==================== block 1
**Block 1: floorplan with the power grid**

Scale bar: 20 um. Pins as bars on the die edge. Tap cells in grey.
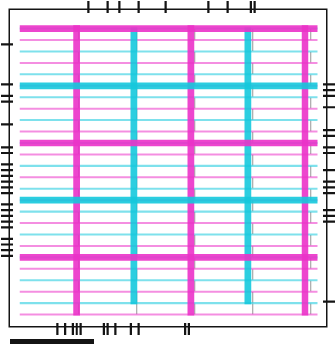

`config.mk`:
```
export PLATFORM = sky130hd
export DESIGN_NAME = multicycle_seq
export DESIGN_NICKNAME = d
export VERILOG_FILES = /design/src/rtl/multicycle_seq.sv
export SDC_FILE = /design/constraint.sdc
export NUM_CORES = 1
export LEC_CHECK = 0
export ABC_AREA = 1
export CORE_MARGIN = 2
export CORE_UTILIZATION = 55
export CTS_BUF_LIST = sky130_fd_sc_hd__clkbuf_8
export CTS_CLUSTER_SIZE = 30
export DETAILED_ROUTE_END_ITERATION = 8
export PLACE_DENSITY_LB_ADDON = 0.12
export SLEW_MARGIN = 20
export SYNTH_ARGS = -nofsm -noshare
export SYNTH_HDL_FRONTEND = slang
export SYNTH_SLANG_ARGS = --single-unit
```
`constraint.sdc`:
```
create_clock -name clk -period 3.7 [get_ports clk]
set_input_delay 0.925 -clock clk [delete_from_list [all_inputs] [get_ports clk]]
set_output_delay 0.925 -clock clk [all_outputs]
set_load 0.01 [all_outputs]
```
`src/rtl/multicycle_seq.sv`:
```
// Multi-cycle RV32 sequencer: FETCH/DECODE/EXEC/MEM/WB control with memory
// req/ack handshakes, retired-instruction counter and sticky trap on illegal op or timeout.
module multicycle_seq #(
  parameter int unsigned MEM_TIMEOUT = 15,
  parameter int unsigned CNT_W       = 32
) (
  input  logic             clk,
  input  logic             rst_n,
  input  logic             run,
  input  logic [6:0]       op,
  input  logic             br_taken,
  input  logic             imem_ack,
  input  logic             dmem_ack,
  output logic             imem_req,
  output logic             dmem_req,
  output logic             dmem_we,
  output logic             ir_wr,
  output logic             reg_wr,
  output logic             pc_wr,
  output logic [1:0]       pc_sel,
  output logic [2:0]       state,
  output logic             busy,
  output logic [1:0]       trap_cause,
  output logic [CNT_W-1:0] retired
);

  localparam logic [2:0] S_IDLE   = 3'd0;
  localparam logic [2:0] S_FETCH  = 3'd1;
  localparam logic [2:0] S_DECODE = 3'd2;
  localparam logic [2:0] S_EXEC   = 3'd3;
  localparam logic [2:0] S_MEM    = 3'd4;
  localparam logic [2:0] S_WB     = 3'd5;
  localparam logic [2:0] S_TRAP   = 3'd7;

  localparam logic [6:0] OP_R     = 7'b0110011;
  localparam logic [6:0] OP_I     = 7'b0010011;
  localparam logic [6:0] OP_LUI   = 7'b0110111;
  localparam logic [6:0] OP_LOAD  = 7'b0000011;
  localparam logic [6:0] OP_STORE = 7'b0100011;
  localparam logic [6:0] OP_B     = 7'b1100011;
  localparam logic [6:0] OP_J     = 7'b1101111;

  localparam logic [7:0] TMO_LAST = 8'(MEM_TIMEOUT - 1);

  logic [2:0]       r_state;
  logic [7:0]       r_tmo;
  logic [1:0]       r_cause;
  logic [CNT_W-1:0] r_retired;

  logic       w_is_alu, w_is_ld, w_is_st, w_is_b, w_is_j, w_legal;
  logic [2:0] w_nxt;
  logic [2:0] w_boundary;
  logic [1:0] w_cause;
  logic       w_pc_wr;
  logic [1:0] w_pc_sel;
  logic       w_tmo_last;

  always_comb begin
    w_is_alu = (op == OP_R) || (op == OP_I) || (op == OP_LUI);
    w_is_ld  = (op == OP_LOAD);
    w_is_st  = (op == OP_STORE);
    w_is_b   = (op == OP_B);
    w_is_j   = (op == OP_J);
    w_legal  = w_is_alu || w_is_ld || w_is_st || w_is_b || w_is_j;
  end

  assign w_tmo_last = (r_tmo == TMO_LAST);
  // Instruction boundary: run is only honoured where the next state would be FETCH
  assign w_boundary = run ? S_FETCH : S_IDLE;

  always_comb begin
    w_nxt    = r_state;
    w_cause  = r_cause;
    w_pc_wr  = 1'b0;
    w_pc_sel = 2'b00;
    case (r_state)
      S_IDLE:   if (run) w_nxt = S_FETCH;
      S_FETCH: begin
        if (imem_ack) begin
          w_nxt = S_DECODE;
        end else if (w_tmo_last) begin
          w_nxt   = S_TRAP;
          w_cause = 2'b10;
        end
      end
      S_DECODE: begin
        if (w_legal) begin
          w_nxt = S_EXEC;
        end else begin
          w_nxt   = S_TRAP;
          w_cause = 2'b01;
        end
      end
      S_EXEC: begin
        if (w_is_b) begin
          w_pc_wr  = 1'b1;
          w_pc_sel = br_taken ? 2'b01 : 2'b00;
          w_nxt    = w_boundary;
        end else if (w_is_j) begin
          w_pc_wr  = 1'b1;
          w_pc_sel = 2'b10;
          w_nxt    = w_boundary;
        end else if (w_is_ld || w_is_st) begin
          w_nxt = S_MEM;
        end else begin
          w_nxt = S_WB;
        end
      end
      S_MEM: begin
        if (dmem_ack) begin
          if (w_is_st) begin
            w_pc_wr = 1'b1;
            w_nxt   = w_boundary;
          end else begin
            w_nxt = S_WB;
          end
        end else if (w_tmo_last) begin
          w_nxt   = S_TRAP;
          w_cause = 2'b11;
        end
      end
      S_WB: begin
        w_pc_wr = 1'b1;
        w_nxt   = w_boundary;
      end
      default:  w_nxt = S_TRAP;
    endcase
  end

  always_ff @(posedge clk or negedge rst_n) begin
    if (!rst_n) begin
      r_state   <= S_IDLE;
      r_tmo     <= '0;
      r_cause   <= '0;
      r_retired <= '0;
    end else begin
      r_state <= w_nxt;
      r_cause <= w_cause;
      // Any state change restarts the wait count; staying in FETCH/MEM means no ack
      if (w_nxt != r_state)
        r_tmo <= '0;
      else if ((r_state == S_FETCH) || (r_state == S_MEM))
        r_tmo <= r_tmo + 8'd1;
      if (w_pc_wr)
        r_retired <= r_retired + CNT_W'(1);
    end
  end

  assign imem_req   = (r_state == S_FETCH);
  assign ir_wr      = imem_req && imem_ack;
  assign dmem_req   = (r_state == S_MEM);
  assign dmem_we    = dmem_req && w_is_st;
  assign reg_wr     = (r_state == S_WB);
  assign pc_wr      = w_pc_wr;
  assign pc_sel     = w_pc_sel;
  assign state      = r_state;
  assign busy       = (r_state != S_IDLE) && (r_state != S_TRAP);
  assign trap_cause = r_cause;
  assign retired    = r_retired;

endmodule
```
==================== block 2
### src/rtl/uart8n1_tx_hs_if.sv
// Byte handshake between a producer and the uart8n1_tx_hs transmitter.
// A byte moves on the rising edge where txValid && txReady.
interface uart8n1_tx_hs_if;

   logic [7:0] txByte;
   logic       txValid;
   logic       txReady;

   // Producer side
   modport master (
      output txByte,
      output txValid,
      input  txReady
   );

   // Transmitter side
   modport slave (
      input  txByte,
      input  txValid,
      output txReady
   );

endinterface : uart8n1_tx_hs_if

### src/rtl/uart8n1_tx_hs.sv
// UART 8N1 transmitter with an internal baud divider and a valid/ready byte
// handshake; everything runs on hwclk, no separate baud clock domain.
// Optional feature: define UART_TX_PARITY_EN to insert a parity bit between
// D7 and the stop bit(s) (even parity, odd when PARITY_ODD=1). Without the
// macro the frame is plain 8N1 and PARITY_ODD only takes part in the
// configuration check.
module uart8n1_tx_hs #(
   parameter int unsigned CLKS_PER_BIT = 1250,
   parameter int unsigned STOP_BITS    = 1,
   parameter int unsigned PARITY_ODD   = 0
) (
   input  logic           hwclk,
   input  logic           rst,
   uart8n1_tx_hs_if.slave hs,
   output logic           tx,
   output logic           busy,
   output logic           txDone
);

   localparam int unsigned BAUD_W = 16;
   localparam int unsigned BIT_W  = 3;

   localparam logic [BAUD_W-1:0] BAUD_LAST = BAUD_W'(CLKS_PER_BIT - 1);
   localparam logic [BAUD_W-1:0] BAUD_PRE  = BAUD_W'(CLKS_PER_BIT - 2);
   localparam logic [BIT_W-1:0]  DATA_LAST = BIT_W'(7);
   localparam logic [BIT_W-1:0]  STOP_LAST = BIT_W'(STOP_BITS - 1);

`ifdef UART_TX_PARITY_EN
   localparam logic PAR_INV = 1'(PARITY_ODD);

   typedef enum logic [2:0] {
      S_IDLE   = 3'd0,
      S_START  = 3'd1,
      S_DATA   = 3'd2,
      S_PARITY = 3'd3,
      S_STOP   = 3'd4
   } state_t;
`else
   typedef enum logic [2:0] {
      S_IDLE  = 3'd0,
      S_START = 3'd1,
      S_DATA  = 3'd2,
      S_STOP  = 3'd3
   } state_t;
`endif

   // Elaboration-time rejection of illegal configurations
   if (CLKS_PER_BIT < 2 || CLKS_PER_BIT > 65535 ||
       !(STOP_BITS == 1 || STOP_BITS == 2) || PARITY_ODD > 1) begin : g_cfg_err
      $error("uart8n1_tx_hs: illegal configuration CLKS_PER_BIT=%0d STOP_BITS=%0d PARITY_ODD=%0d",
             CLKS_PER_BIT, STOP_BITS, PARITY_ODD);
   end

   state_t             r_state;
   state_t             w_state_nxt;
   logic [BAUD_W-1:0]  r_baud;
   logic [BAUD_W-1:0]  w_baud_nxt;
   logic [BIT_W-1:0]   r_bit;
   logic [BIT_W-1:0]   w_bit_nxt;
   logic [7:0]         r_shift;
   logic [7:0]         w_shift_nxt;
   logic               r_tx;
   logic               w_tx_nxt;
   logic               r_ready;
   logic               w_ready_nxt;
   logic               r_busy;
   logic               w_busy_nxt;
   logic               r_done;
   logic               w_done_nxt;
   logic               w_bit_end;
   logic               w_accept;
`ifdef UART_TX_PARITY_EN
   logic               r_par;
   logic               w_par_nxt;
`endif

   assign w_bit_end = (r_baud == BAUD_LAST);
   assign w_accept  = hs.txValid && r_ready;

   assign hs.txReady = r_ready;
   assign tx         = r_tx;
   assign busy       = r_busy;
   assign txDone     = r_done;

   // Next-state and next-output logic; every output is registered one stage
   always_comb begin
      w_state_nxt = r_state;
      w_baud_nxt  = r_baud + BAUD_W'(1);
      w_bit_nxt   = r_bit;
      w_shift_nxt = r_shift;
      w_tx_nxt    = r_tx;
      w_ready_nxt = r_ready;
      w_busy_nxt  = r_busy;
      w_done_nxt  = 1'b0;
`ifdef UART_TX_PARITY_EN
      w_par_nxt   = r_par;
`endif

      unique case (r_state)
         S_IDLE: begin
            w_baud_nxt  = '0;
            w_bit_nxt   = '0;
            w_tx_nxt    = 1'b1;
            w_ready_nxt = 1'b1;
            w_busy_nxt  = 1'b0;
            if (w_accept) begin
               w_state_nxt = S_START;
               w_shift_nxt = hs.txByte;
`ifdef UART_TX_PARITY_EN
               w_par_nxt   = (^hs.txByte) ^ PAR_INV;
`endif
               w_tx_nxt    = 1'b0;
               w_ready_nxt = 1'b0;
               w_busy_nxt  = 1'b1;
            end
         end

         S_START: begin
            if (w_bit_end) begin
               w_baud_nxt  = '0;
               w_state_nxt = S_DATA;
               w_tx_nxt    = r_shift[0];
            end
         end

         S_DATA: begin
            if (w_bit_end) begin
               w_baud_nxt = '0;
               if (r_bit == DATA_LAST) begin
                  w_bit_nxt   = '0;
`ifdef UART_TX_PARITY_EN
                  w_state_nxt = S_PARITY;
                  w_tx_nxt    = r_par;
`else
                  w_state_nxt = S_STOP;
                  w_tx_nxt    = 1'b1;
`endif
               end else begin
                  w_bit_nxt   = r_bit + BIT_W'(1);
                  w_shift_nxt = {1'b0, r_shift[7:1]};
                  w_tx_nxt    = r_shift[1];
               end
            end
         end

`ifdef UART_TX_PARITY_EN
         S_PARITY: begin
            if (w_bit_end) begin
               w_baud_nxt  = '0;
               w_state_nxt = S_STOP;
               w_tx_nxt    = 1'b1;
            end
         end
`endif

         S_STOP: begin
            // txDone is registered, so raise it one cycle early to land on the final stop cycle
            if (r_baud == BAUD_PRE && r_bit == STOP_LAST) begin
               w_done_nxt = 1'b1;
            end
            if (w_bit_end) begin
               w_baud_nxt = '0;
               if (r_bit == STOP_LAST) begin
                  w_state_nxt = S_IDLE;
                  w_bit_nxt   = '0;
                  w_tx_nxt    = 1'b1;
                  w_ready_nxt = 1'b1;
                  w_busy_nxt  = 1'b0;
               end else begin
                  w_bit_nxt = r_bit + BIT_W'(1);
               end
            end
         end

         default: begin
            w_state_nxt = S_IDLE;
            w_baud_nxt  = '0;
            w_bit_nxt   = '0;
            w_tx_nxt    = 1'b1;
            w_ready_nxt = 1'b1;
            w_busy_nxt  = 1'b0;
         end
      endcase
   end

   // State, counters, shift register and output registers with synchronous reset
   always_ff @(posedge hwclk) begin
      if (rst) begin
         r_state <= S_IDLE;
         r_baud  <= '0;
         r_bit   <= '0;
         r_shift <= '0;
         r_tx    <= 1'b1;
         r_ready <= 1'b1;
         r_busy  <= 1'b0;
         r_done  <= 1'b0;
`ifdef UART_TX_PARITY_EN
         r_par   <= 1'b0;
`endif
      end else begin
         r_state <= w_state_nxt;
         r_baud  <= w_baud_nxt;
         r_bit   <= w_bit_nxt;
         r_shift <= w_shift_nxt;
         r_tx    <= w_tx_nxt;
         r_ready <= w_ready_nxt;
         r_busy  <= w_busy_nxt;
         r_done  <= w_done_nxt;
`ifdef UART_TX_PARITY_EN
         r_par   <= w_par_nxt;
`endif
      end
   end

endmodule : uart8n1_tx_hs

### src/flat_wrapper.sv
// flat-port wrapper written by rule: the top's interface ports become plain ports
module uart8n1_tx_hs_flat 
#(
   parameter int unsigned CLKS_PER_BIT = 1250,
   parameter int unsigned STOP_BITS    = 1,
   parameter int unsigned PARITY_ODD   = 0
)
  (hwclk, rst, tx, busy, txDone, hs_txByte, hs_txValid, hs_txReady);
  uart8n1_tx_hs_if hs_i ();
  input  logic hwclk;
  input  logic rst;
  output logic tx;
  output logic busy;
  output logic txDone;
  input wire logic [$bits(hs_i.txByte)-1:0] hs_txByte;
  input wire logic [$bits(hs_i.txValid)-1:0] hs_txValid;
  output wire logic [$bits(hs_i.txReady)-1:0] hs_txReady;
  assign hs_i.txByte = hs_txByte;
  assign hs_i.txValid = hs_txValid;
  assign hs_txReady = hs_i.txReady;
  uart8n1_tx_hs #(.CLKS_PER_BIT(CLKS_PER_BIT), .STOP_BITS(STOP_BITS), .PARITY_ODD(PARITY_ODD)) u_core (.hwclk(hwclk), .rst(rst), .hs(hs_i), .tx(tx), .busy(busy), .txDone(txDone));
endmodule
### config.mk
export PLATFORM = sky130hd
export DESIGN_NAME = uart8n1_tx_hs_flat
export DESIGN_NICKNAME = d
export VERILOG_FILES = /design/src/rtl/uart8n1_tx_hs_if.sv /design/src/rtl/uart8n1_tx_hs.sv /design/src/flat_wrapper.sv
export SDC_FILE = /design/constraint.sdc
export NUM_CORES = 1
export LEC_CHECK = 0
export CAP_MARGIN = 30
export CORE_MARGIN = 4
export CORE_UTILIZATION = 56
export DETAILED_ROUTE_END_ITERATION = 7
export DONT_BUFFER_PORTS = 1
export GPL_TIMING_DRIVEN = 0
export PLACE_DENSITY = 0.7
export SLEW_MARGIN = 30
export SYNTH_ARGS = -nofsm -noshare
export SYNTH_HDL_FRONTEND = slang
export SYNTH_SLANG_ARGS = --single-unit
### constraint.sdc
create_clock -name hwclk -period 1.9 [get_ports hwclk]
set_input_delay 0.19 -clock hwclk [delete_from_list [all_inputs] [get_ports hwclk]]
set_output_delay 0.19 -clock hwclk [all_outputs]
set_load 0.01 [all_outputs]
==================== block 3
**config.mk**
```make
export PLATFORM = sky130hd
export DESIGN_NAME = uncache_ctrl
export DESIGN_NICKNAME = d
export VERILOG_FILES = /design/src/rtl/uncache_ctrl.sv
export SDC_FILE = /design/constraint.sdc
export NUM_CORES = 1
export LEC_CHECK = 0
export CAP_MARGIN = 20
export CELL_PAD_IN_SITES_DETAIL_PLACEMENT = 1
export CELL_PAD_IN_SITES_GLOBAL_PLACEMENT = 2
export CORE_AREA = 4 4 298 300
export CTS_BUF_LIST = sky130_fd_sc_hd__clkbuf_8
export DETAILED_ROUTE_END_ITERATION = 16
export DIE_AREA = 0 0 302 304
export GPL_TIMING_DRIVEN = 0
export HOLD_SLACK_MARGIN = 0.12
export PLACE_DENSITY = 0.84
export SLEW_MARGIN = 20
export SYNTH_ARGS = -nofsm -noshare
export SYNTH_HDL_FRONTEND = slang
export SYNTH_SLANG_ARGS = --single-unit
```
**constraint.sdc**
```tcl
create_clock -name clk -period 5.6 [get_ports clk]
set_input_delay 1.12 -clock clk [delete_from_list [all_inputs] [get_ports clk]]
set_output_delay 1.12 -clock clk [all_outputs]
set_load 0.02 [all_outputs]
```
**src/rtl/uncache_ctrl.sv**
```systemverilog
// Uncached-access controller between the LSU data-SRAM port and the AXI bridge.
// Uncached stores are posted into a circular write buffer so the pipeline keeps
// going; uncached loads stall until the buffer has drained and the read returns.
//
// Bus handshake (valid/ready style):
//   bus_req is the valid. It and bus_we/addr/wdata/wsel are registered and are
//   held stable while bus_req=1 and bus_ack=0. The transfer completes in the
//   cycle where bus_req & bus_ack. bus_req is 0 in the next cycle, so there is
//   always at least a one-cycle gap. bus_ack is ignored while bus_req=0.
module uncache_ctrl #(
    parameter int ADDR_W     = 64,
    parameter int DATA_W     = 64,
    parameter int WBUF_DEPTH = 4
) (
    input  logic                clk,
    input  logic                rst,
    input  logic                req_e,
    input  logic                req_we,
    input  logic [ADDR_W-1:0]   req_addr,
    input  logic [DATA_W-1:0]   req_wdata,
    input  logic [DATA_W/8-1:0] req_sel,
    input  logic                uncache,
    output logic                stallreq,
    output logic [DATA_W-1:0]   rdata,
    output logic                rdata_valid,
    output logic                wbuf_empty,
    output logic                bus_req,
    output logic                bus_we,
    output logic [ADDR_W-1:0]   bus_addr,
    output logic [DATA_W-1:0]   bus_wdata,
    output logic [DATA_W/8-1:0] bus_wsel,
    input  logic                bus_ack,
    input  logic [DATA_W-1:0]   bus_rdata,
    output logic [1:0]          dbg_state_o
);
    localparam int SEL_W = DATA_W / 8;
    localparam int IDX_W = $clog2(WBUF_DEPTH);
    localparam int PTR_W = IDX_W + 1;

    typedef enum logic [1:0] {
        IDLE = 2'd0,
        WR   = 2'd1,
        RD   = 2'd2,
        DONE = 2'd3
    } state_e;

    state_e state_q, state_d;

    // Write buffer storage; validity is tracked by the pointers alone.
    logic [ADDR_W-1:0] wb_addr_q  [WBUF_DEPTH];
    logic [DATA_W-1:0] wb_wdata_q [WBUF_DEPTH];
    logic [SEL_W-1:0]  wb_sel_q   [WBUF_DEPTH];
    logic [PTR_W-1:0]  wr_ptr_q, rd_ptr_q;
    logic [IDX_W-1:0]  wr_idx, rd_idx;

    logic              bus_req_q, bus_req_d;
    logic              bus_we_q, bus_we_d;
    logic [ADDR_W-1:0] bus_addr_q, bus_addr_d;
    logic [DATA_W-1:0] bus_wdata_q, bus_wdata_d;
    logic [SEL_W-1:0]  bus_wsel_q, bus_wsel_d;
    logic              ld_pend_q, ld_pend_d;
    logic [ADDR_W-1:0] ld_addr_q, ld_addr_d;
    logic [DATA_W-1:0] rdata_q, rdata_d;

    logic empty, full, push, pop, ack_v, ld_seen, ld_pend;

    assign wr_idx = wr_ptr_q[IDX_W-1:0];
    assign rd_idx = rd_ptr_q[IDX_W-1:0];
    assign empty  = (wr_ptr_q == rd_ptr_q);
    assign full   = (wr_ptr_q[PTR_W-1] != rd_ptr_q[PTR_W-1]) && (wr_idx == rd_idx);

    // full comes from registered pointers, so a same-cycle pop never frees a slot
    // for that cycle's push.
    assign push    = req_e & req_we & uncache & ~full;
    assign ack_v   = bus_req_q & bus_ack;
    assign pop     = (state_q == WR) & ack_v;
    // A load is seen on every cycle it is presented except the completion cycle.
    assign ld_seen = req_e & ~req_we & uncache & (state_q != DONE);
    assign ld_pend = ld_pend_q | ld_seen;

    assign stallreq    = req_e & uncache & (req_we ? full : (state_q != DONE));
    assign rdata       = rdata_q;
    assign rdata_valid = (state_q == DONE);
    assign wbuf_empty  = empty & (state_q != WR);
    assign bus_req     = bus_req_q;
    assign bus_we      = bus_we_q;
    assign bus_addr    = bus_addr_q;
    assign bus_wdata   = bus_wdata_q;
    assign bus_wsel    = bus_wsel_q;
    assign dbg_state_o = state_q;

    // Write buffer data: store the accepted request at the tail.
    always_ff @(posedge clk) begin
        if (push) begin
            wb_addr_q[wr_idx]  <= req_addr;
            wb_wdata_q[wr_idx] <= req_wdata;
            wb_sel_q[wr_idx]   <= req_sel;
        end
    end

    // Next state, bus register loads, load latch and read-data capture.
    always_comb begin
        state_d     = state_q;
        bus_req_d   = bus_req_q;
        bus_we_d    = bus_we_q;
        bus_addr_d  = bus_addr_q;
        bus_wdata_d = bus_wdata_q;
        bus_wsel_d  = bus_wsel_q;
        ld_pend_d   = ld_pend_q;
        ld_addr_d   = ld_addr_q;
        rdata_d     = rdata_q;

        if (ld_seen && !ld_pend_q) begin
            ld_pend_d = 1'b1;
            ld_addr_d = req_addr;
        end

        unique case (state_q)
            IDLE: begin
                // Writes first: a load may only go out once every older store has.
                // An empty buffer with a push this cycle forwards the request
                // straight onto the bus so the write starts one cycle later.
                if (!empty || push) begin
                    state_d     = WR;
                    bus_req_d   = 1'b1;
                    bus_we_d    = 1'b1;
                    bus_addr_d  = empty ? req_addr  : wb_addr_q[rd_idx];
                    bus_wdata_d = empty ? req_wdata : wb_wdata_q[rd_idx];
                    bus_wsel_d  = empty ? req_sel   : wb_sel_q[rd_idx];
                end else if (ld_pend) begin
                    state_d     = RD;
                    bus_req_d   = 1'b1;
                    bus_we_d    = 1'b0;
                    bus_addr_d  = ld_pend_q ? ld_addr_q : req_addr;
                    bus_wdata_d = '0;
                    bus_wsel_d  = '0;
                end
            end
            WR: begin
                if (ack_v) begin
                    state_d   = IDLE;
                    bus_req_d = 1'b0;
                end
            end
            RD: begin
                if (ack_v) begin
                    state_d   = DONE;
                    bus_req_d = 1'b0;
                    rdata_d   = bus_rdata;
                end
            end
            DONE: begin
                // The held load is released this cycle and must not be reissued.
                state_d   = IDLE;
                ld_pend_d = 1'b0;
            end
            default: state_d = IDLE;
        endcase
    end

    // State, pointers and bus registers; reset abandons any transfer and buffered stores.
    always_ff @(posedge clk) begin
        if (rst) begin
            state_q     <= IDLE;
            wr_ptr_q    <= '0;
            rd_ptr_q    <= '0;
            bus_req_q   <= 1'b0;
            bus_we_q    <= 1'b0;
            bus_addr_q  <= '0;
            bus_wdata_q <= '0;
            bus_wsel_q  <= '0;
            ld_pend_q   <= 1'b0;
            ld_addr_q   <= '0;
            rdata_q     <= '0;
        end else begin
            state_q     <= state_d;
            if (push) wr_ptr_q <= wr_ptr_q + PTR_W'(1);
            if (pop)  rd_ptr_q <= rd_ptr_q + PTR_W'(1);
            bus_req_q   <= bus_req_d;
            bus_we_q    <= bus_we_d;
            bus_addr_q  <= bus_addr_d;
            bus_wdata_q <= bus_wdata_d;
            bus_wsel_q  <= bus_wsel_d;
            ld_pend_q   <= ld_pend_d;
            ld_addr_q   <= ld_addr_d;
            rdata_q     <= rdata_d;
        end
    end

endmodule
```
==================== block 4
**src/rtl/ks_pipe_sub.sv**
```systemverilog
// Pipelined Kogge-Stone subtractor: Diff = A - B - Bin, Bout = borrow-out, one prefix level per stage.
// Optional flag outputs Zero/Ovf are built when KS_SUB_FLAGS_EN is defined.
module ks_pipe_sub #(
    parameter  int N     = 4,
    localparam int LOG2N = $clog2(N)
) (
    input  logic         clk,
    input  logic         rst_n,
    input  logic         in_valid,
    output logic         in_ready,
    input  logic [N-1:0] A,
    input  logic [N-1:0] B,
    input  logic         Bin,
    output logic         out_valid,
    input  logic         out_ready,
    output logic [N-1:0] Diff,
    output logic         Bout
`ifdef KS_SUB_FLAGS_EN
    ,
    output logic         Zero,
    output logic         Ovf
`endif
);

    localparam int LAST = LOG2N;

    logic               adv;
    logic [LOG2N+1:0]   vld;

    logic [N-1:0]       p_q  [LOG2N+1];
    logic [N-1:0]       g_q  [LOG2N+1];
    logic [N-1:0]       p0_q [LOG2N+1];
    logic [LOG2N:0]     cin_q;

    logic [N-1:0]       p_d  [LOG2N+1];
    logic [N-1:0]       g_d  [LOG2N+1];
    logic [N-1:0]       p0_d [LOG2N+1];
    logic [LOG2N:0]     cin_d;

    logic [N:0]         c;
    logic [N-1:0]       diff_d;
    logic               bout_d;

    assign adv       = !out_valid | out_ready;
    assign in_ready  = adv;
    assign out_valid = vld[LOG2N+1];

    // Subtraction as A + ~B + ~Bin, so the adder's P/G formulation carries over.
    always_comb begin
        p_d[0]   = A ^ ~B;
        g_d[0]   = A & ~B;
        p0_d[0]  = A ^ ~B;
        cin_d    = '0;
        cin_d[0] = ~Bin;
        for (int k = 1; k <= LOG2N; k++) begin
            p_d[k]   = p_q[k-1];
            g_d[k]   = g_q[k-1];
            p0_d[k]  = p0_q[k-1];
            cin_d[k] = cin_q[k-1];
            for (int i = (1 << (k-1)); i < N; i++) begin
                g_d[k][i] = g_q[k-1][i] | (p_q[k-1][i] & g_q[k-1][i - (1 << (k-1))]);
                p_d[k][i] = p_q[k-1][i] & p_q[k-1][i - (1 << (k-1))];
            end
        end
    end

    // After the last level each (P,G) spans bit 0, so carries only need cin folded in.
    always_comb begin
        c    = '0;
        c[0] = cin_q[LAST];
        for (int i = 0; i < N; i++) begin
            c[i+1] = g_q[LAST][i] | (p_q[LAST][i] & cin_q[LAST]);
        end
        diff_d = p0_q[LAST] ^ c[N-1:0];
        bout_d = ~c[N];
    end

    always_ff @(posedge clk or negedge rst_n) begin
        if (!rst_n) begin
            vld   <= '0;
            cin_q <= '0;
            for (int s = 0; s <= LOG2N; s++) begin
                p_q[s]  <= '0;
                g_q[s]  <= '0;
                p0_q[s] <= '0;
            end
        end else if (adv) begin
            vld   <= {vld[LOG2N:0], in_valid};
            cin_q <= cin_d;
            for (int s = 0; s <= LOG2N; s++) begin
                p_q[s]  <= p_d[s];
                g_q[s]  <= g_d[s];
                p0_q[s] <= p0_d[s];
            end
        end
    end

    // Result registers only load real data, so they stay at their reset value until the first result.
    always_ff @(posedge clk or negedge rst_n) begin
        if (!rst_n) begin
            Diff <= '0;
            Bout <= 1'b0;
        end else if (adv && vld[LAST]) begin
            Diff <= diff_d;
            Bout <= bout_d;
        end
    end

`ifdef KS_SUB_FLAGS_EN
    logic [LOG2N:0] msb_a_q;
    logic [LOG2N:0] msb_b_q;
    logic [LOG2N:0] msb_a_d;
    logic [LOG2N:0] msb_b_d;
    logic           ovf_d;

    always_comb begin
        msb_a_d = msb_a_q << 1;
        msb_b_d = msb_b_q << 1;
        msb_a_d[0] = A[N-1];
        msb_b_d[0] = B[N-1];
        ovf_d = (msb_a_q[LAST] != msb_b_q[LAST]) & (diff_d[N-1] != msb_a_q[LAST]);
    end

    always_ff @(posedge clk or negedge rst_n) begin
        if (!rst_n) begin
            msb_a_q <= '0;
            msb_b_q <= '0;
        end else if (adv) begin
            msb_a_q <= msb_a_d;
            msb_b_q <= msb_b_d;
        end
    end

    always_ff @(posedge clk or negedge rst_n) begin
        if (!rst_n) begin
            Zero <= 1'b0;
            Ovf  <= 1'b0;
        end else if (adv && vld[LAST]) begin
            Zero <= (diff_d == '0);
            Ovf  <= ovf_d;
        end
    end
`endif

endmodule

```
**config.mk**
```make
export PLATFORM = sky130hd
export DESIGN_NAME = ks_pipe_sub
export DESIGN_NICKNAME = d
export VERILOG_FILES = /design/src/rtl/ks_pipe_sub.sv
export SDC_FILE = /design/constraint.sdc
export NUM_CORES = 1
export LEC_CHECK = 0
export CAP_MARGIN = 20
export CORE_MARGIN = 5
export CORE_UTILIZATION = 49
export CTS_CLUSTER_DIAMETER = 150
export DETAILED_ROUTE_END_ITERATION = 6
export PLACE_DENSITY = 0.82
export SYNTH_ARGS = -nofsm -noshare
export SYNTH_HDL_FRONTEND = slang
export SYNTH_SLANG_ARGS = --single-unit
```
**constraint.sdc**
```tcl
create_clock -name clk -period 1.1 [get_ports clk]
set_input_delay 0.165 -clock clk [delete_from_list [all_inputs] [get_ports clk]]
set_output_delay 0.165 -clock clk [all_outputs]
set_load 0.005 [all_outputs]
```
**Block 2: routed clock nets over the placement**

Scale bar: 20 um.
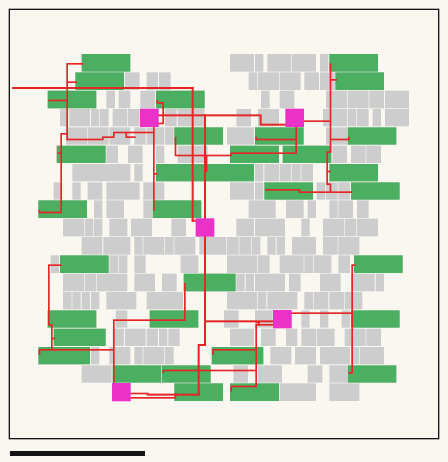
[magenta] clock-net drivers | count: 5
[red] clock wires | length: 423 um
[green] flip-flops | count: 33
flops lie: spread over the die
routed clock nets: 6

==> results_slide.txt, block 2 <==
Synthesis and Place & Route Summary

Power and ir drop
  – Pwr dens: 1110 nW/um^2
  – Clock net power: 0.391 mW
  – Clk pwr share: 18.1%
  – Sequential Power Share: 42.8%
  – Leakage: 0.699 nW
  – Int Power: 1.33 mW
  – NetSw: 0.830 mW

Die
  – Core Rows: 19
  – Die width: 63.6 um

Setup path
  – Levels on crit path: 6
  – CP bufs+invs: 1
  – CP peak stage delay: 370 ps
  – Slowest-stage cell, CP: dfxtp_2

Place
  – Count of input and output buffers: 0
  – Post-DP HPWL: 2510 um

Synth
  – Simple share: 28.8%
  – Asr flop ratio synth: 0%
  – Top cells by count, synth: 33 x dfxtp_1, 22 x nor2_1, 16 x nand2_1, 13 x nand2b_1, 12 x inv_1
  – Aoi share: 11.2%
  – Syn. warnings: 0

Job
  – Log Warnings: 33

Finish
  – Layout Nets: 236

Routing
  – WL met2: 1740 um
  – Met3 WL: 177 um
  – DR DRC count: 0

CTS
  – CTS sink cnt: 33
  – Total clock buffers created by CTS: 5
  – CTS Hold Bufs: 6
  – Post-CTS Setup Bufs: 1
  – Clock latency at the later pin of the worst-skew pair: 340 ps

STA
  – Least-Margin Pin Slew: 480 ps

Run status
  – Status: finished, final reports clean

Global routing
  – Grt peak-use layer: met2
  – Largest net degree at the start of global routing: 12
  – Met3 Resource Use GR: 7.28%
  – Gr usage total: 18.9%
## block 2: path summary, 6_finish.rpt
| check | from | end | slack, ps |
|---|---|---|---|
| max | u_core.r_state[0] | u_core.r_state[0] | 90 |
| min reg2reg | u_core.r_baud[0] | u_core.r_baud[0] | 480 |
| max reg2reg | u_core.r_state[0] | u_core.r_state[0] | 90 |
| min | rst | u_core.r_bit[2] | 30 |
## block 2: sequential cells by signal, summed over array words and instances (netlist names)
| name | flops |
|---|---|
| u_core.busy | 1 |
| u_core.tx | 1 |
| u_core.txDone | 1 |
| u_core.r_state | 2 |
| u_core.r_bit | 3 |
| u_core.hs.txReady | 1 |
| u_core.r_shift | 8 |
| u_core.r_baud | 16 |
## block 2: area by class of cell
| class | count | area [sq um] |
|---|---|---|
| fillers | 231 | 903 |
| multi-input cells | 149 | 1040 |
| flip-flops and latches | 33 | 666 |
| plain buffers | 5 | 25.0 |
| well taps | 31 | 38.8 |
| inverters | 12 | 45.0 |
| clock buffers | 5 | 37.5 |
| repair buffers | 8 | 75.1 |
| clock inverters | 3 | 17.5 |
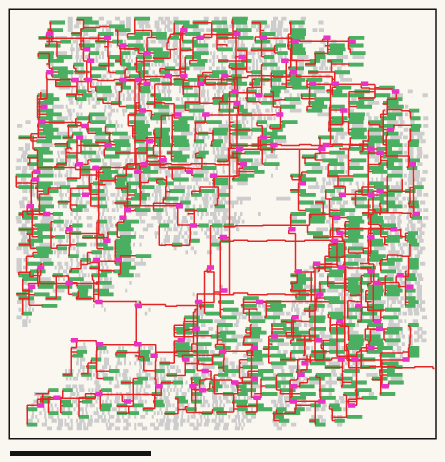
**Above:** block 3 (routed clock nets over the placement).
Scale bar: 100 um.
[green] flip-flops | count: 821
[magenta] clock-net drivers | count: 141
[red] clock wires | length: 11100 um
flops lie: spread over the die
routed clock nets: 142

==> results_slide.txt, block 3 <==
Synthesis and Place & Route Summary

Finish
  – Logic area: 8660 sq um
  – Final core occ: 46.8%

Synth
  – Dominant synthesized flop cell: edfxtp_1
  – Adder Area Share: 0.396%
  – Yosys chip area: 31600 sq um
  – Distinct lib cells: 45
  – Mapped Nets: 2355
  – Aoi share: 11.3%
  – Cell count in the Yosys report: 2139
  – Synthesized area per cell: 14.8 sq um
  – Syn Inst Count: 2139

Die
  – Fp_density: 36.6%
  – Core Rows: 108

Setup path
  – CP endpoint: stallreq
  – Most used cell, CP: buf_2

Power and ir drop
  – Pwr dens: 362 nW/um^2
  – Sw Ratio: 28.0%

Min path
  – Worst Hold End: ld_addr_q[58]

Routing
  – Vias per Instance: 5.34

Place
  – Count of input and output buffers: 411

Run status
  – Status: finished, final reports clean

CTS
  – H-tree Lvls: 4
  – CTS sink cnt: 821
[block 3: per-stage QoR]
step	instances	hold slack, ps
2_1_floorplan	2139	432
3_3_place_gp	3705	437
3_5_place_dp	3719	444
4_1_cts	3982	453
5_1_grt	3991	470
6_report	3997	451
[block 3: tightest hold or removal path, stage by stage (launching register included)]
cell	delay [ps]
dfxtp_1	300
nand2_1	50
a21oi_1	50
[block 3: sequential cells by signal, indices dropped and copies added, names as in the netlist, named ones only]
register and cells:
ld_pend_q 1, bus_we 1, bus_addr 64, bus_req 1, rdata 64, wr_ptr_q 3
rd_ptr_q 3, bus_wdata 64, bus_wsel 8, wb_addr_q 256, dbg_state_o 2, ld_addr_q 64
wb_sel_q 32, wb_wdata_q 256
[block 3: power by group through the flow]
stage | Clock (mW) | Combinational [mW] | Sequential (mW)
2_1_floorplan | 0 | 0.884 | 7.30
3_3_place_gp | 0 | 2.23 | 7.09
3_5_place_dp | 0 | 2.30 | 7.09
4_1_cts | 5.49 | 2.32 | 6.98
5_1_grt | 5.79 | 2.46 | 7.00
6_report | 5.32 | 2.30 | 6.97
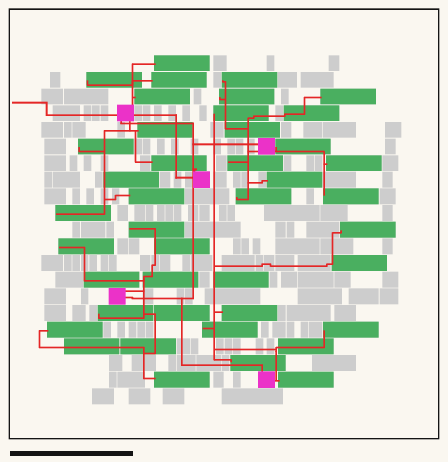
**Above:** block 4 (routed clock nets over the placement).
Scale bar: 20 um.
[magenta] clock-net drivers | count: 5
[red] clock wires | length: 476 um
[green] flip-flops | count: 42
routed clock nets: 6

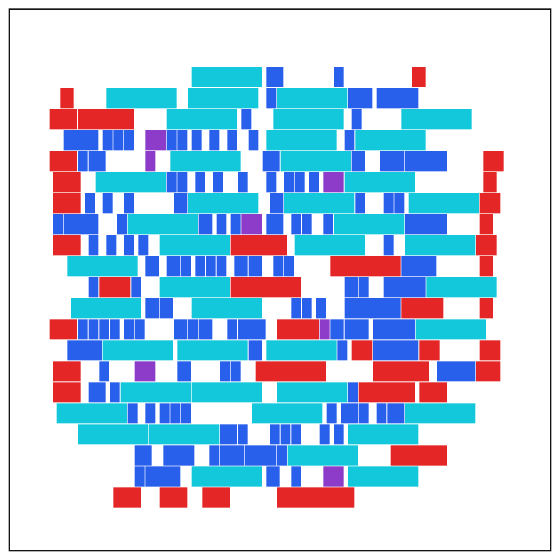
**Above:** block 4 (placed cells, one colour a class).
| colour | class | cells | share of their area |
|---|---|---|---|
| red | remaining buffers and delay cells | 37 | 20% |
| blue | remaining logic cells | 132 | 32% |
| cyan | registers | 42 | 46% |
| purple | clock drivers and dummy loads | 7 | 2.0% |

==> results_slide.txt, block 4 <==
Synthesis and Place & Route Summary

Setup path
  – Critical Path Source: vld[3]
  – Critical Path Start Type: register
  – CP peak stage delay: 360 ps
  – Crit Reg-Reg Endpoint: Diff[0]
  – CP bufs+invs: 2
  – CP Class: reg -> reg
  – Crit path max fanout: 5

Synth
  – Adder Area Share: 3.56%
  – Aoi share: 3.99%
  – Yosys chip area: 1760 sq um
  – Synthesized area per cell: 9.65 sq um

Finish
  – Flip-flops: 42
  – Clk cell area share: 1.94%
  – Synthesis-to-finish area growth: 32.1%
  – Flip-flop and latch share of the layout cell area: 45.3%
  – Layout Nets: 236
  – Fillers: 272
  – Logic area: 688 sq um
  – Non-clock buffer count: 37
  – Most instantiated logic cells after routing: 81 x nand2_1, 42 x dfrtp_1, 11 x clkdlybuf4s50_1

Die
  – Vert. Die Dim: 69.9 um
  – # IOs: 20
  – Die width: 69.9 um

Power and ir drop
  – Pwr dens: 2420 nW/um^2
  – Max IR drop VDD: 1.01 mV

Run status
  – Status: finished with violations
  – Failing checks: negative setup slack

Routing
  – Metal-1 WL: 1470 um
  – Via count: 1280
  – DRT iter0 DRCs: 51
  – WL final: 3430 um

STA
  – Setup TNS: -4230 ps
  – Fin crit period: 1300 ps
  – Relative slew slack: 85.3%
  – Final setup viols: 43
  – Worst Slack Setup Final: -204 ps

Place
  – Post-DP HPWL: 1930 um
  – Area post-placement: 2020 sq um

Global routing
  – Vias in the first global route: 1161
  – Grt peak-use layer: met2
  – Gr usage total: 13.3%

Min path
  – Worst Hold Class: in -> async

CTS
  – Total clock buffers created by CTS: 5
-- block 4: report_power, final --
group          internal, mW  switching [mW]
clock                 0.242           0.461
combinational          1.32           0.989
sequential             2.16           0.454
-- block 4: state kept, by name, summed over array words and instances (netlist names) --
name   cells
p_q        6
vld        4
Bout       1
p_d        2
p0_q       3
g_d        3
Diff       4
cin_q      3
p0_d       7
g_q        9
-- block 4: cell usage after synthesis --
cell type  instances  area [sq um]
mux2_4             5          75.1
a21oi_1            9          45.0
nand3_1            5          25.0
clkinv_4           1          8.76
nand2_4            1          11.3
nand2b_1           1          6.26
nand2_1           90           338
ha_1               5          62.6
o21ai_0            5          25.0
nor2_1             2          7.51
nor2b_4            1          13.8
inv_1              4          15.0
xnor2_1            3          26.3
dfrtp_1           42          1050
buf_2              7          35.0
buf_6              1          11.3
-- block 4: repair_timing --
| item | CTS | global route |
|---|---|---|
| gates cloned | 1 | 4 |
| hold endpoints to repair | 42 | 0 |
| setup endpoints to repair | 48 | 44 |
| hold buffers | 1 | 0 |
| resized | 35 | 22 |
| setup buffers | 7 | 1 |
| pin swaps | 0 | 6 |
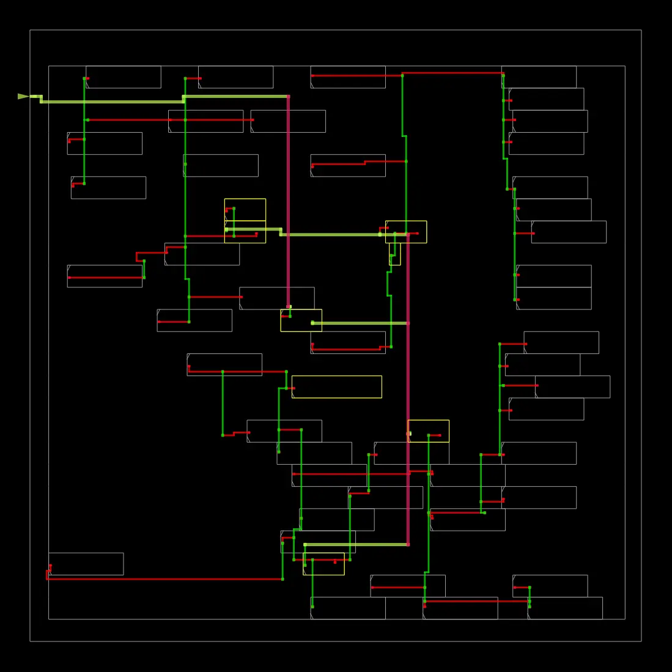
**Above:** block 1 (clock nets).
Clock net power: 0.390 mW
clock buffer count in the final layout: 6
Final Skew: 5.13 ps
flip-flops: 45

Notes on 'floorplan with the power grid' of block 1 above:
| colour | net |
|---|---|
| magenta | VSS |
| cyan | VDD |
tap cells: 67
rows: 25

==> results_slide.txt, block 1 <==
Synthesis and Place & Route Summary

Run status
  – Status: finished, final reports clean

Finish
  – Fillers: 433
  – Final Non-Filler Cells: 497
  – Clk cell area share: 3.28%

Setup path
  – Arrival time at the worst endpoint: 2470 ps
  – Critical R2R Launch: state[1]

Global routing
  – Initial antenna violation count: 0
  – Met3 Resource Use GR: 6.02%
  – GR Util met2: 38.4%
  – Gr usage total: 24.6%

CTS
  – Total clock buffers created by CTS: 5
  – CTS sink cnt: 45

Synth
  – Mapped Nets: 382
  – Synth Seq Share: 40.4%

Place
  – Count of input and output buffers: 58

Routing
  – Via count: 2627
  – Vias per Instance: 5.29

Min path
  – Worst Hold Class: reg -> reg
==> block 1: worst min-delay path by stage <==
stage,start,to,cells after the start
after floorplan,trap_cause[1],trap_cause[1],2
after global placement,trap_cause[1],trap_cause[1],2
after detailed placement,trap_cause[1],trap_cause[1],2
after CTS,retired[14],retired[14],1
after global routing,retired[14],retired[14],1
final,retired[14],retired[14],1
==> block 1: through the flow <==
| stage | worst slack (ps) | hold slack [ps] |
|---|---|---|
| detailed placement | 78.5 | 495 |
| floorplan | 1030 | 517 |
| global route | 194 | 527 |
| CTS | 72.8 | 510 |
| global placement | 140 | 484 |
| finish | 309 | 505 |
==> block 1: cells by family (layout without fill, tap and decap cells) <==
kind of cell,after synthesis,in the layout,share of synthesized area [%]
AND-OR/OR-AND,22,22,4.13
XOR/XNOR,38,38,12.0
adder cells (fa/ha/maj),3,3,1.35
buffers and inverters,47,111,6.79
flip-flops,45,45,40.4
multiplexers,1,1,0.404
AND/OR/NAND/NOR,210,210,34.9
==> block 1: critical path: stages <==
cell             delay (ps)
clkdlybuf4s50_1         440
inv_1                    90
nand2_1                  70
nor2_1                  140
nand2_1                 120
nor2_1                  130
clkdlybuf4s50_1         550


==> screenshots <==
Signal wires by layer.
(a)
Scale bar: 20 um. Two of the layers only.
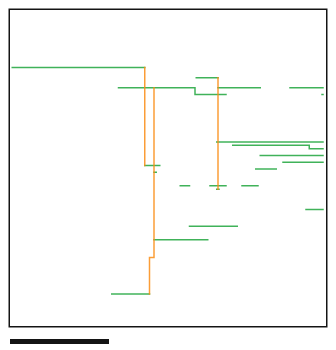
(b)
Scale bar: 20 um. Two of the layers only.
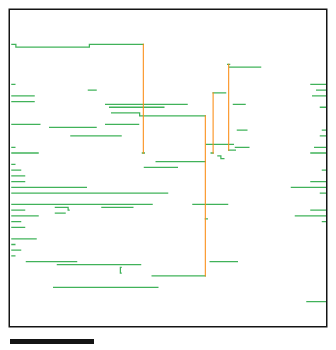
(c)
Scale bar: 20 um. Two of the layers only.
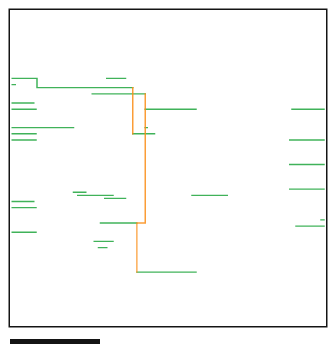
(d)
Scale bar: 100 um. Two of the layers only.
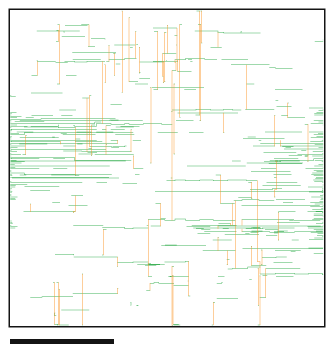
- most wire: (d)
- largest die: (d)
| picture | from |
|---|---|
| (b) | block 1 |
| (a) | block 2 |
| (d) | block 3 |
| (c) | block 4 |

Key to (b):
| colour | layer | wire length |
|---|---|---|
| orange | M4 | 98.6 um |
| green | M3 | 461 um |


==> screenshots <==
Placed cells, one colour a class.
picture 1
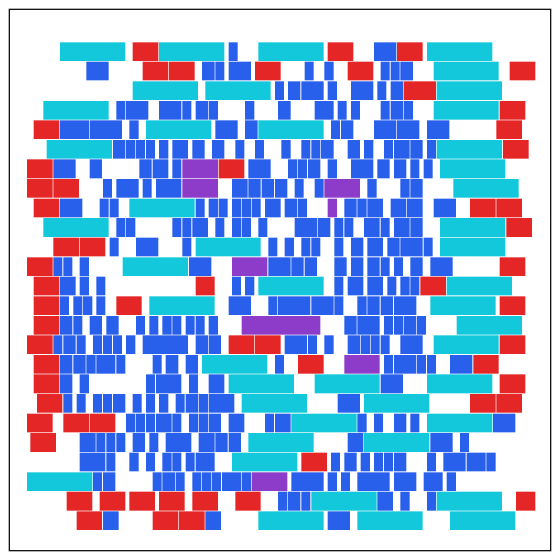
picture 2
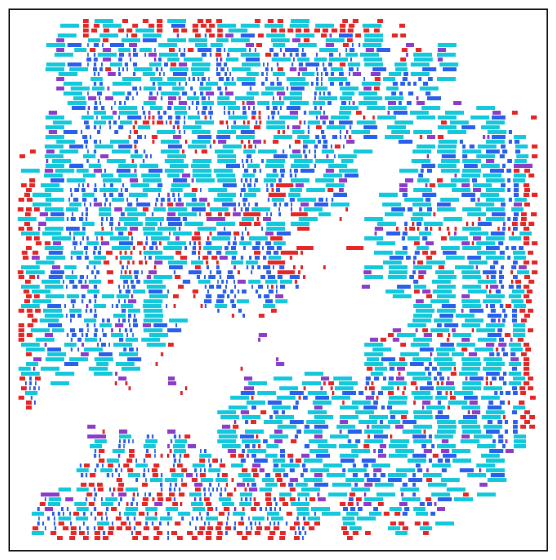
picture 3
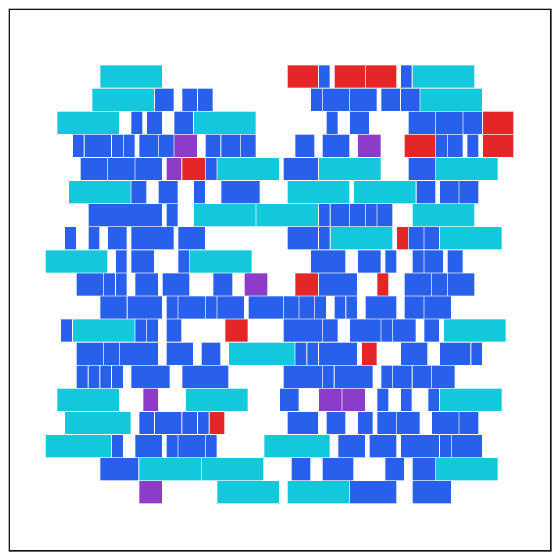
Picture 3 is block 2.
Picture 1 is block 1.
Picture 2 is block 3.
The one with the most sequential cells is picture 2.

Key to picture 2:
| colour | class | cells | share of their area |
|---|---|---|---|
| blue | remaining logic cells | 1144 | 23% |
| cyan | registers | 821 | 56% |
| purple | clock drivers and dummy loads | 263 | 7.2% |
| red | remaining buffers and delay cells | 599 | 13% |

Power figures rest on the tool's default switching activity, not on a simulated workload.
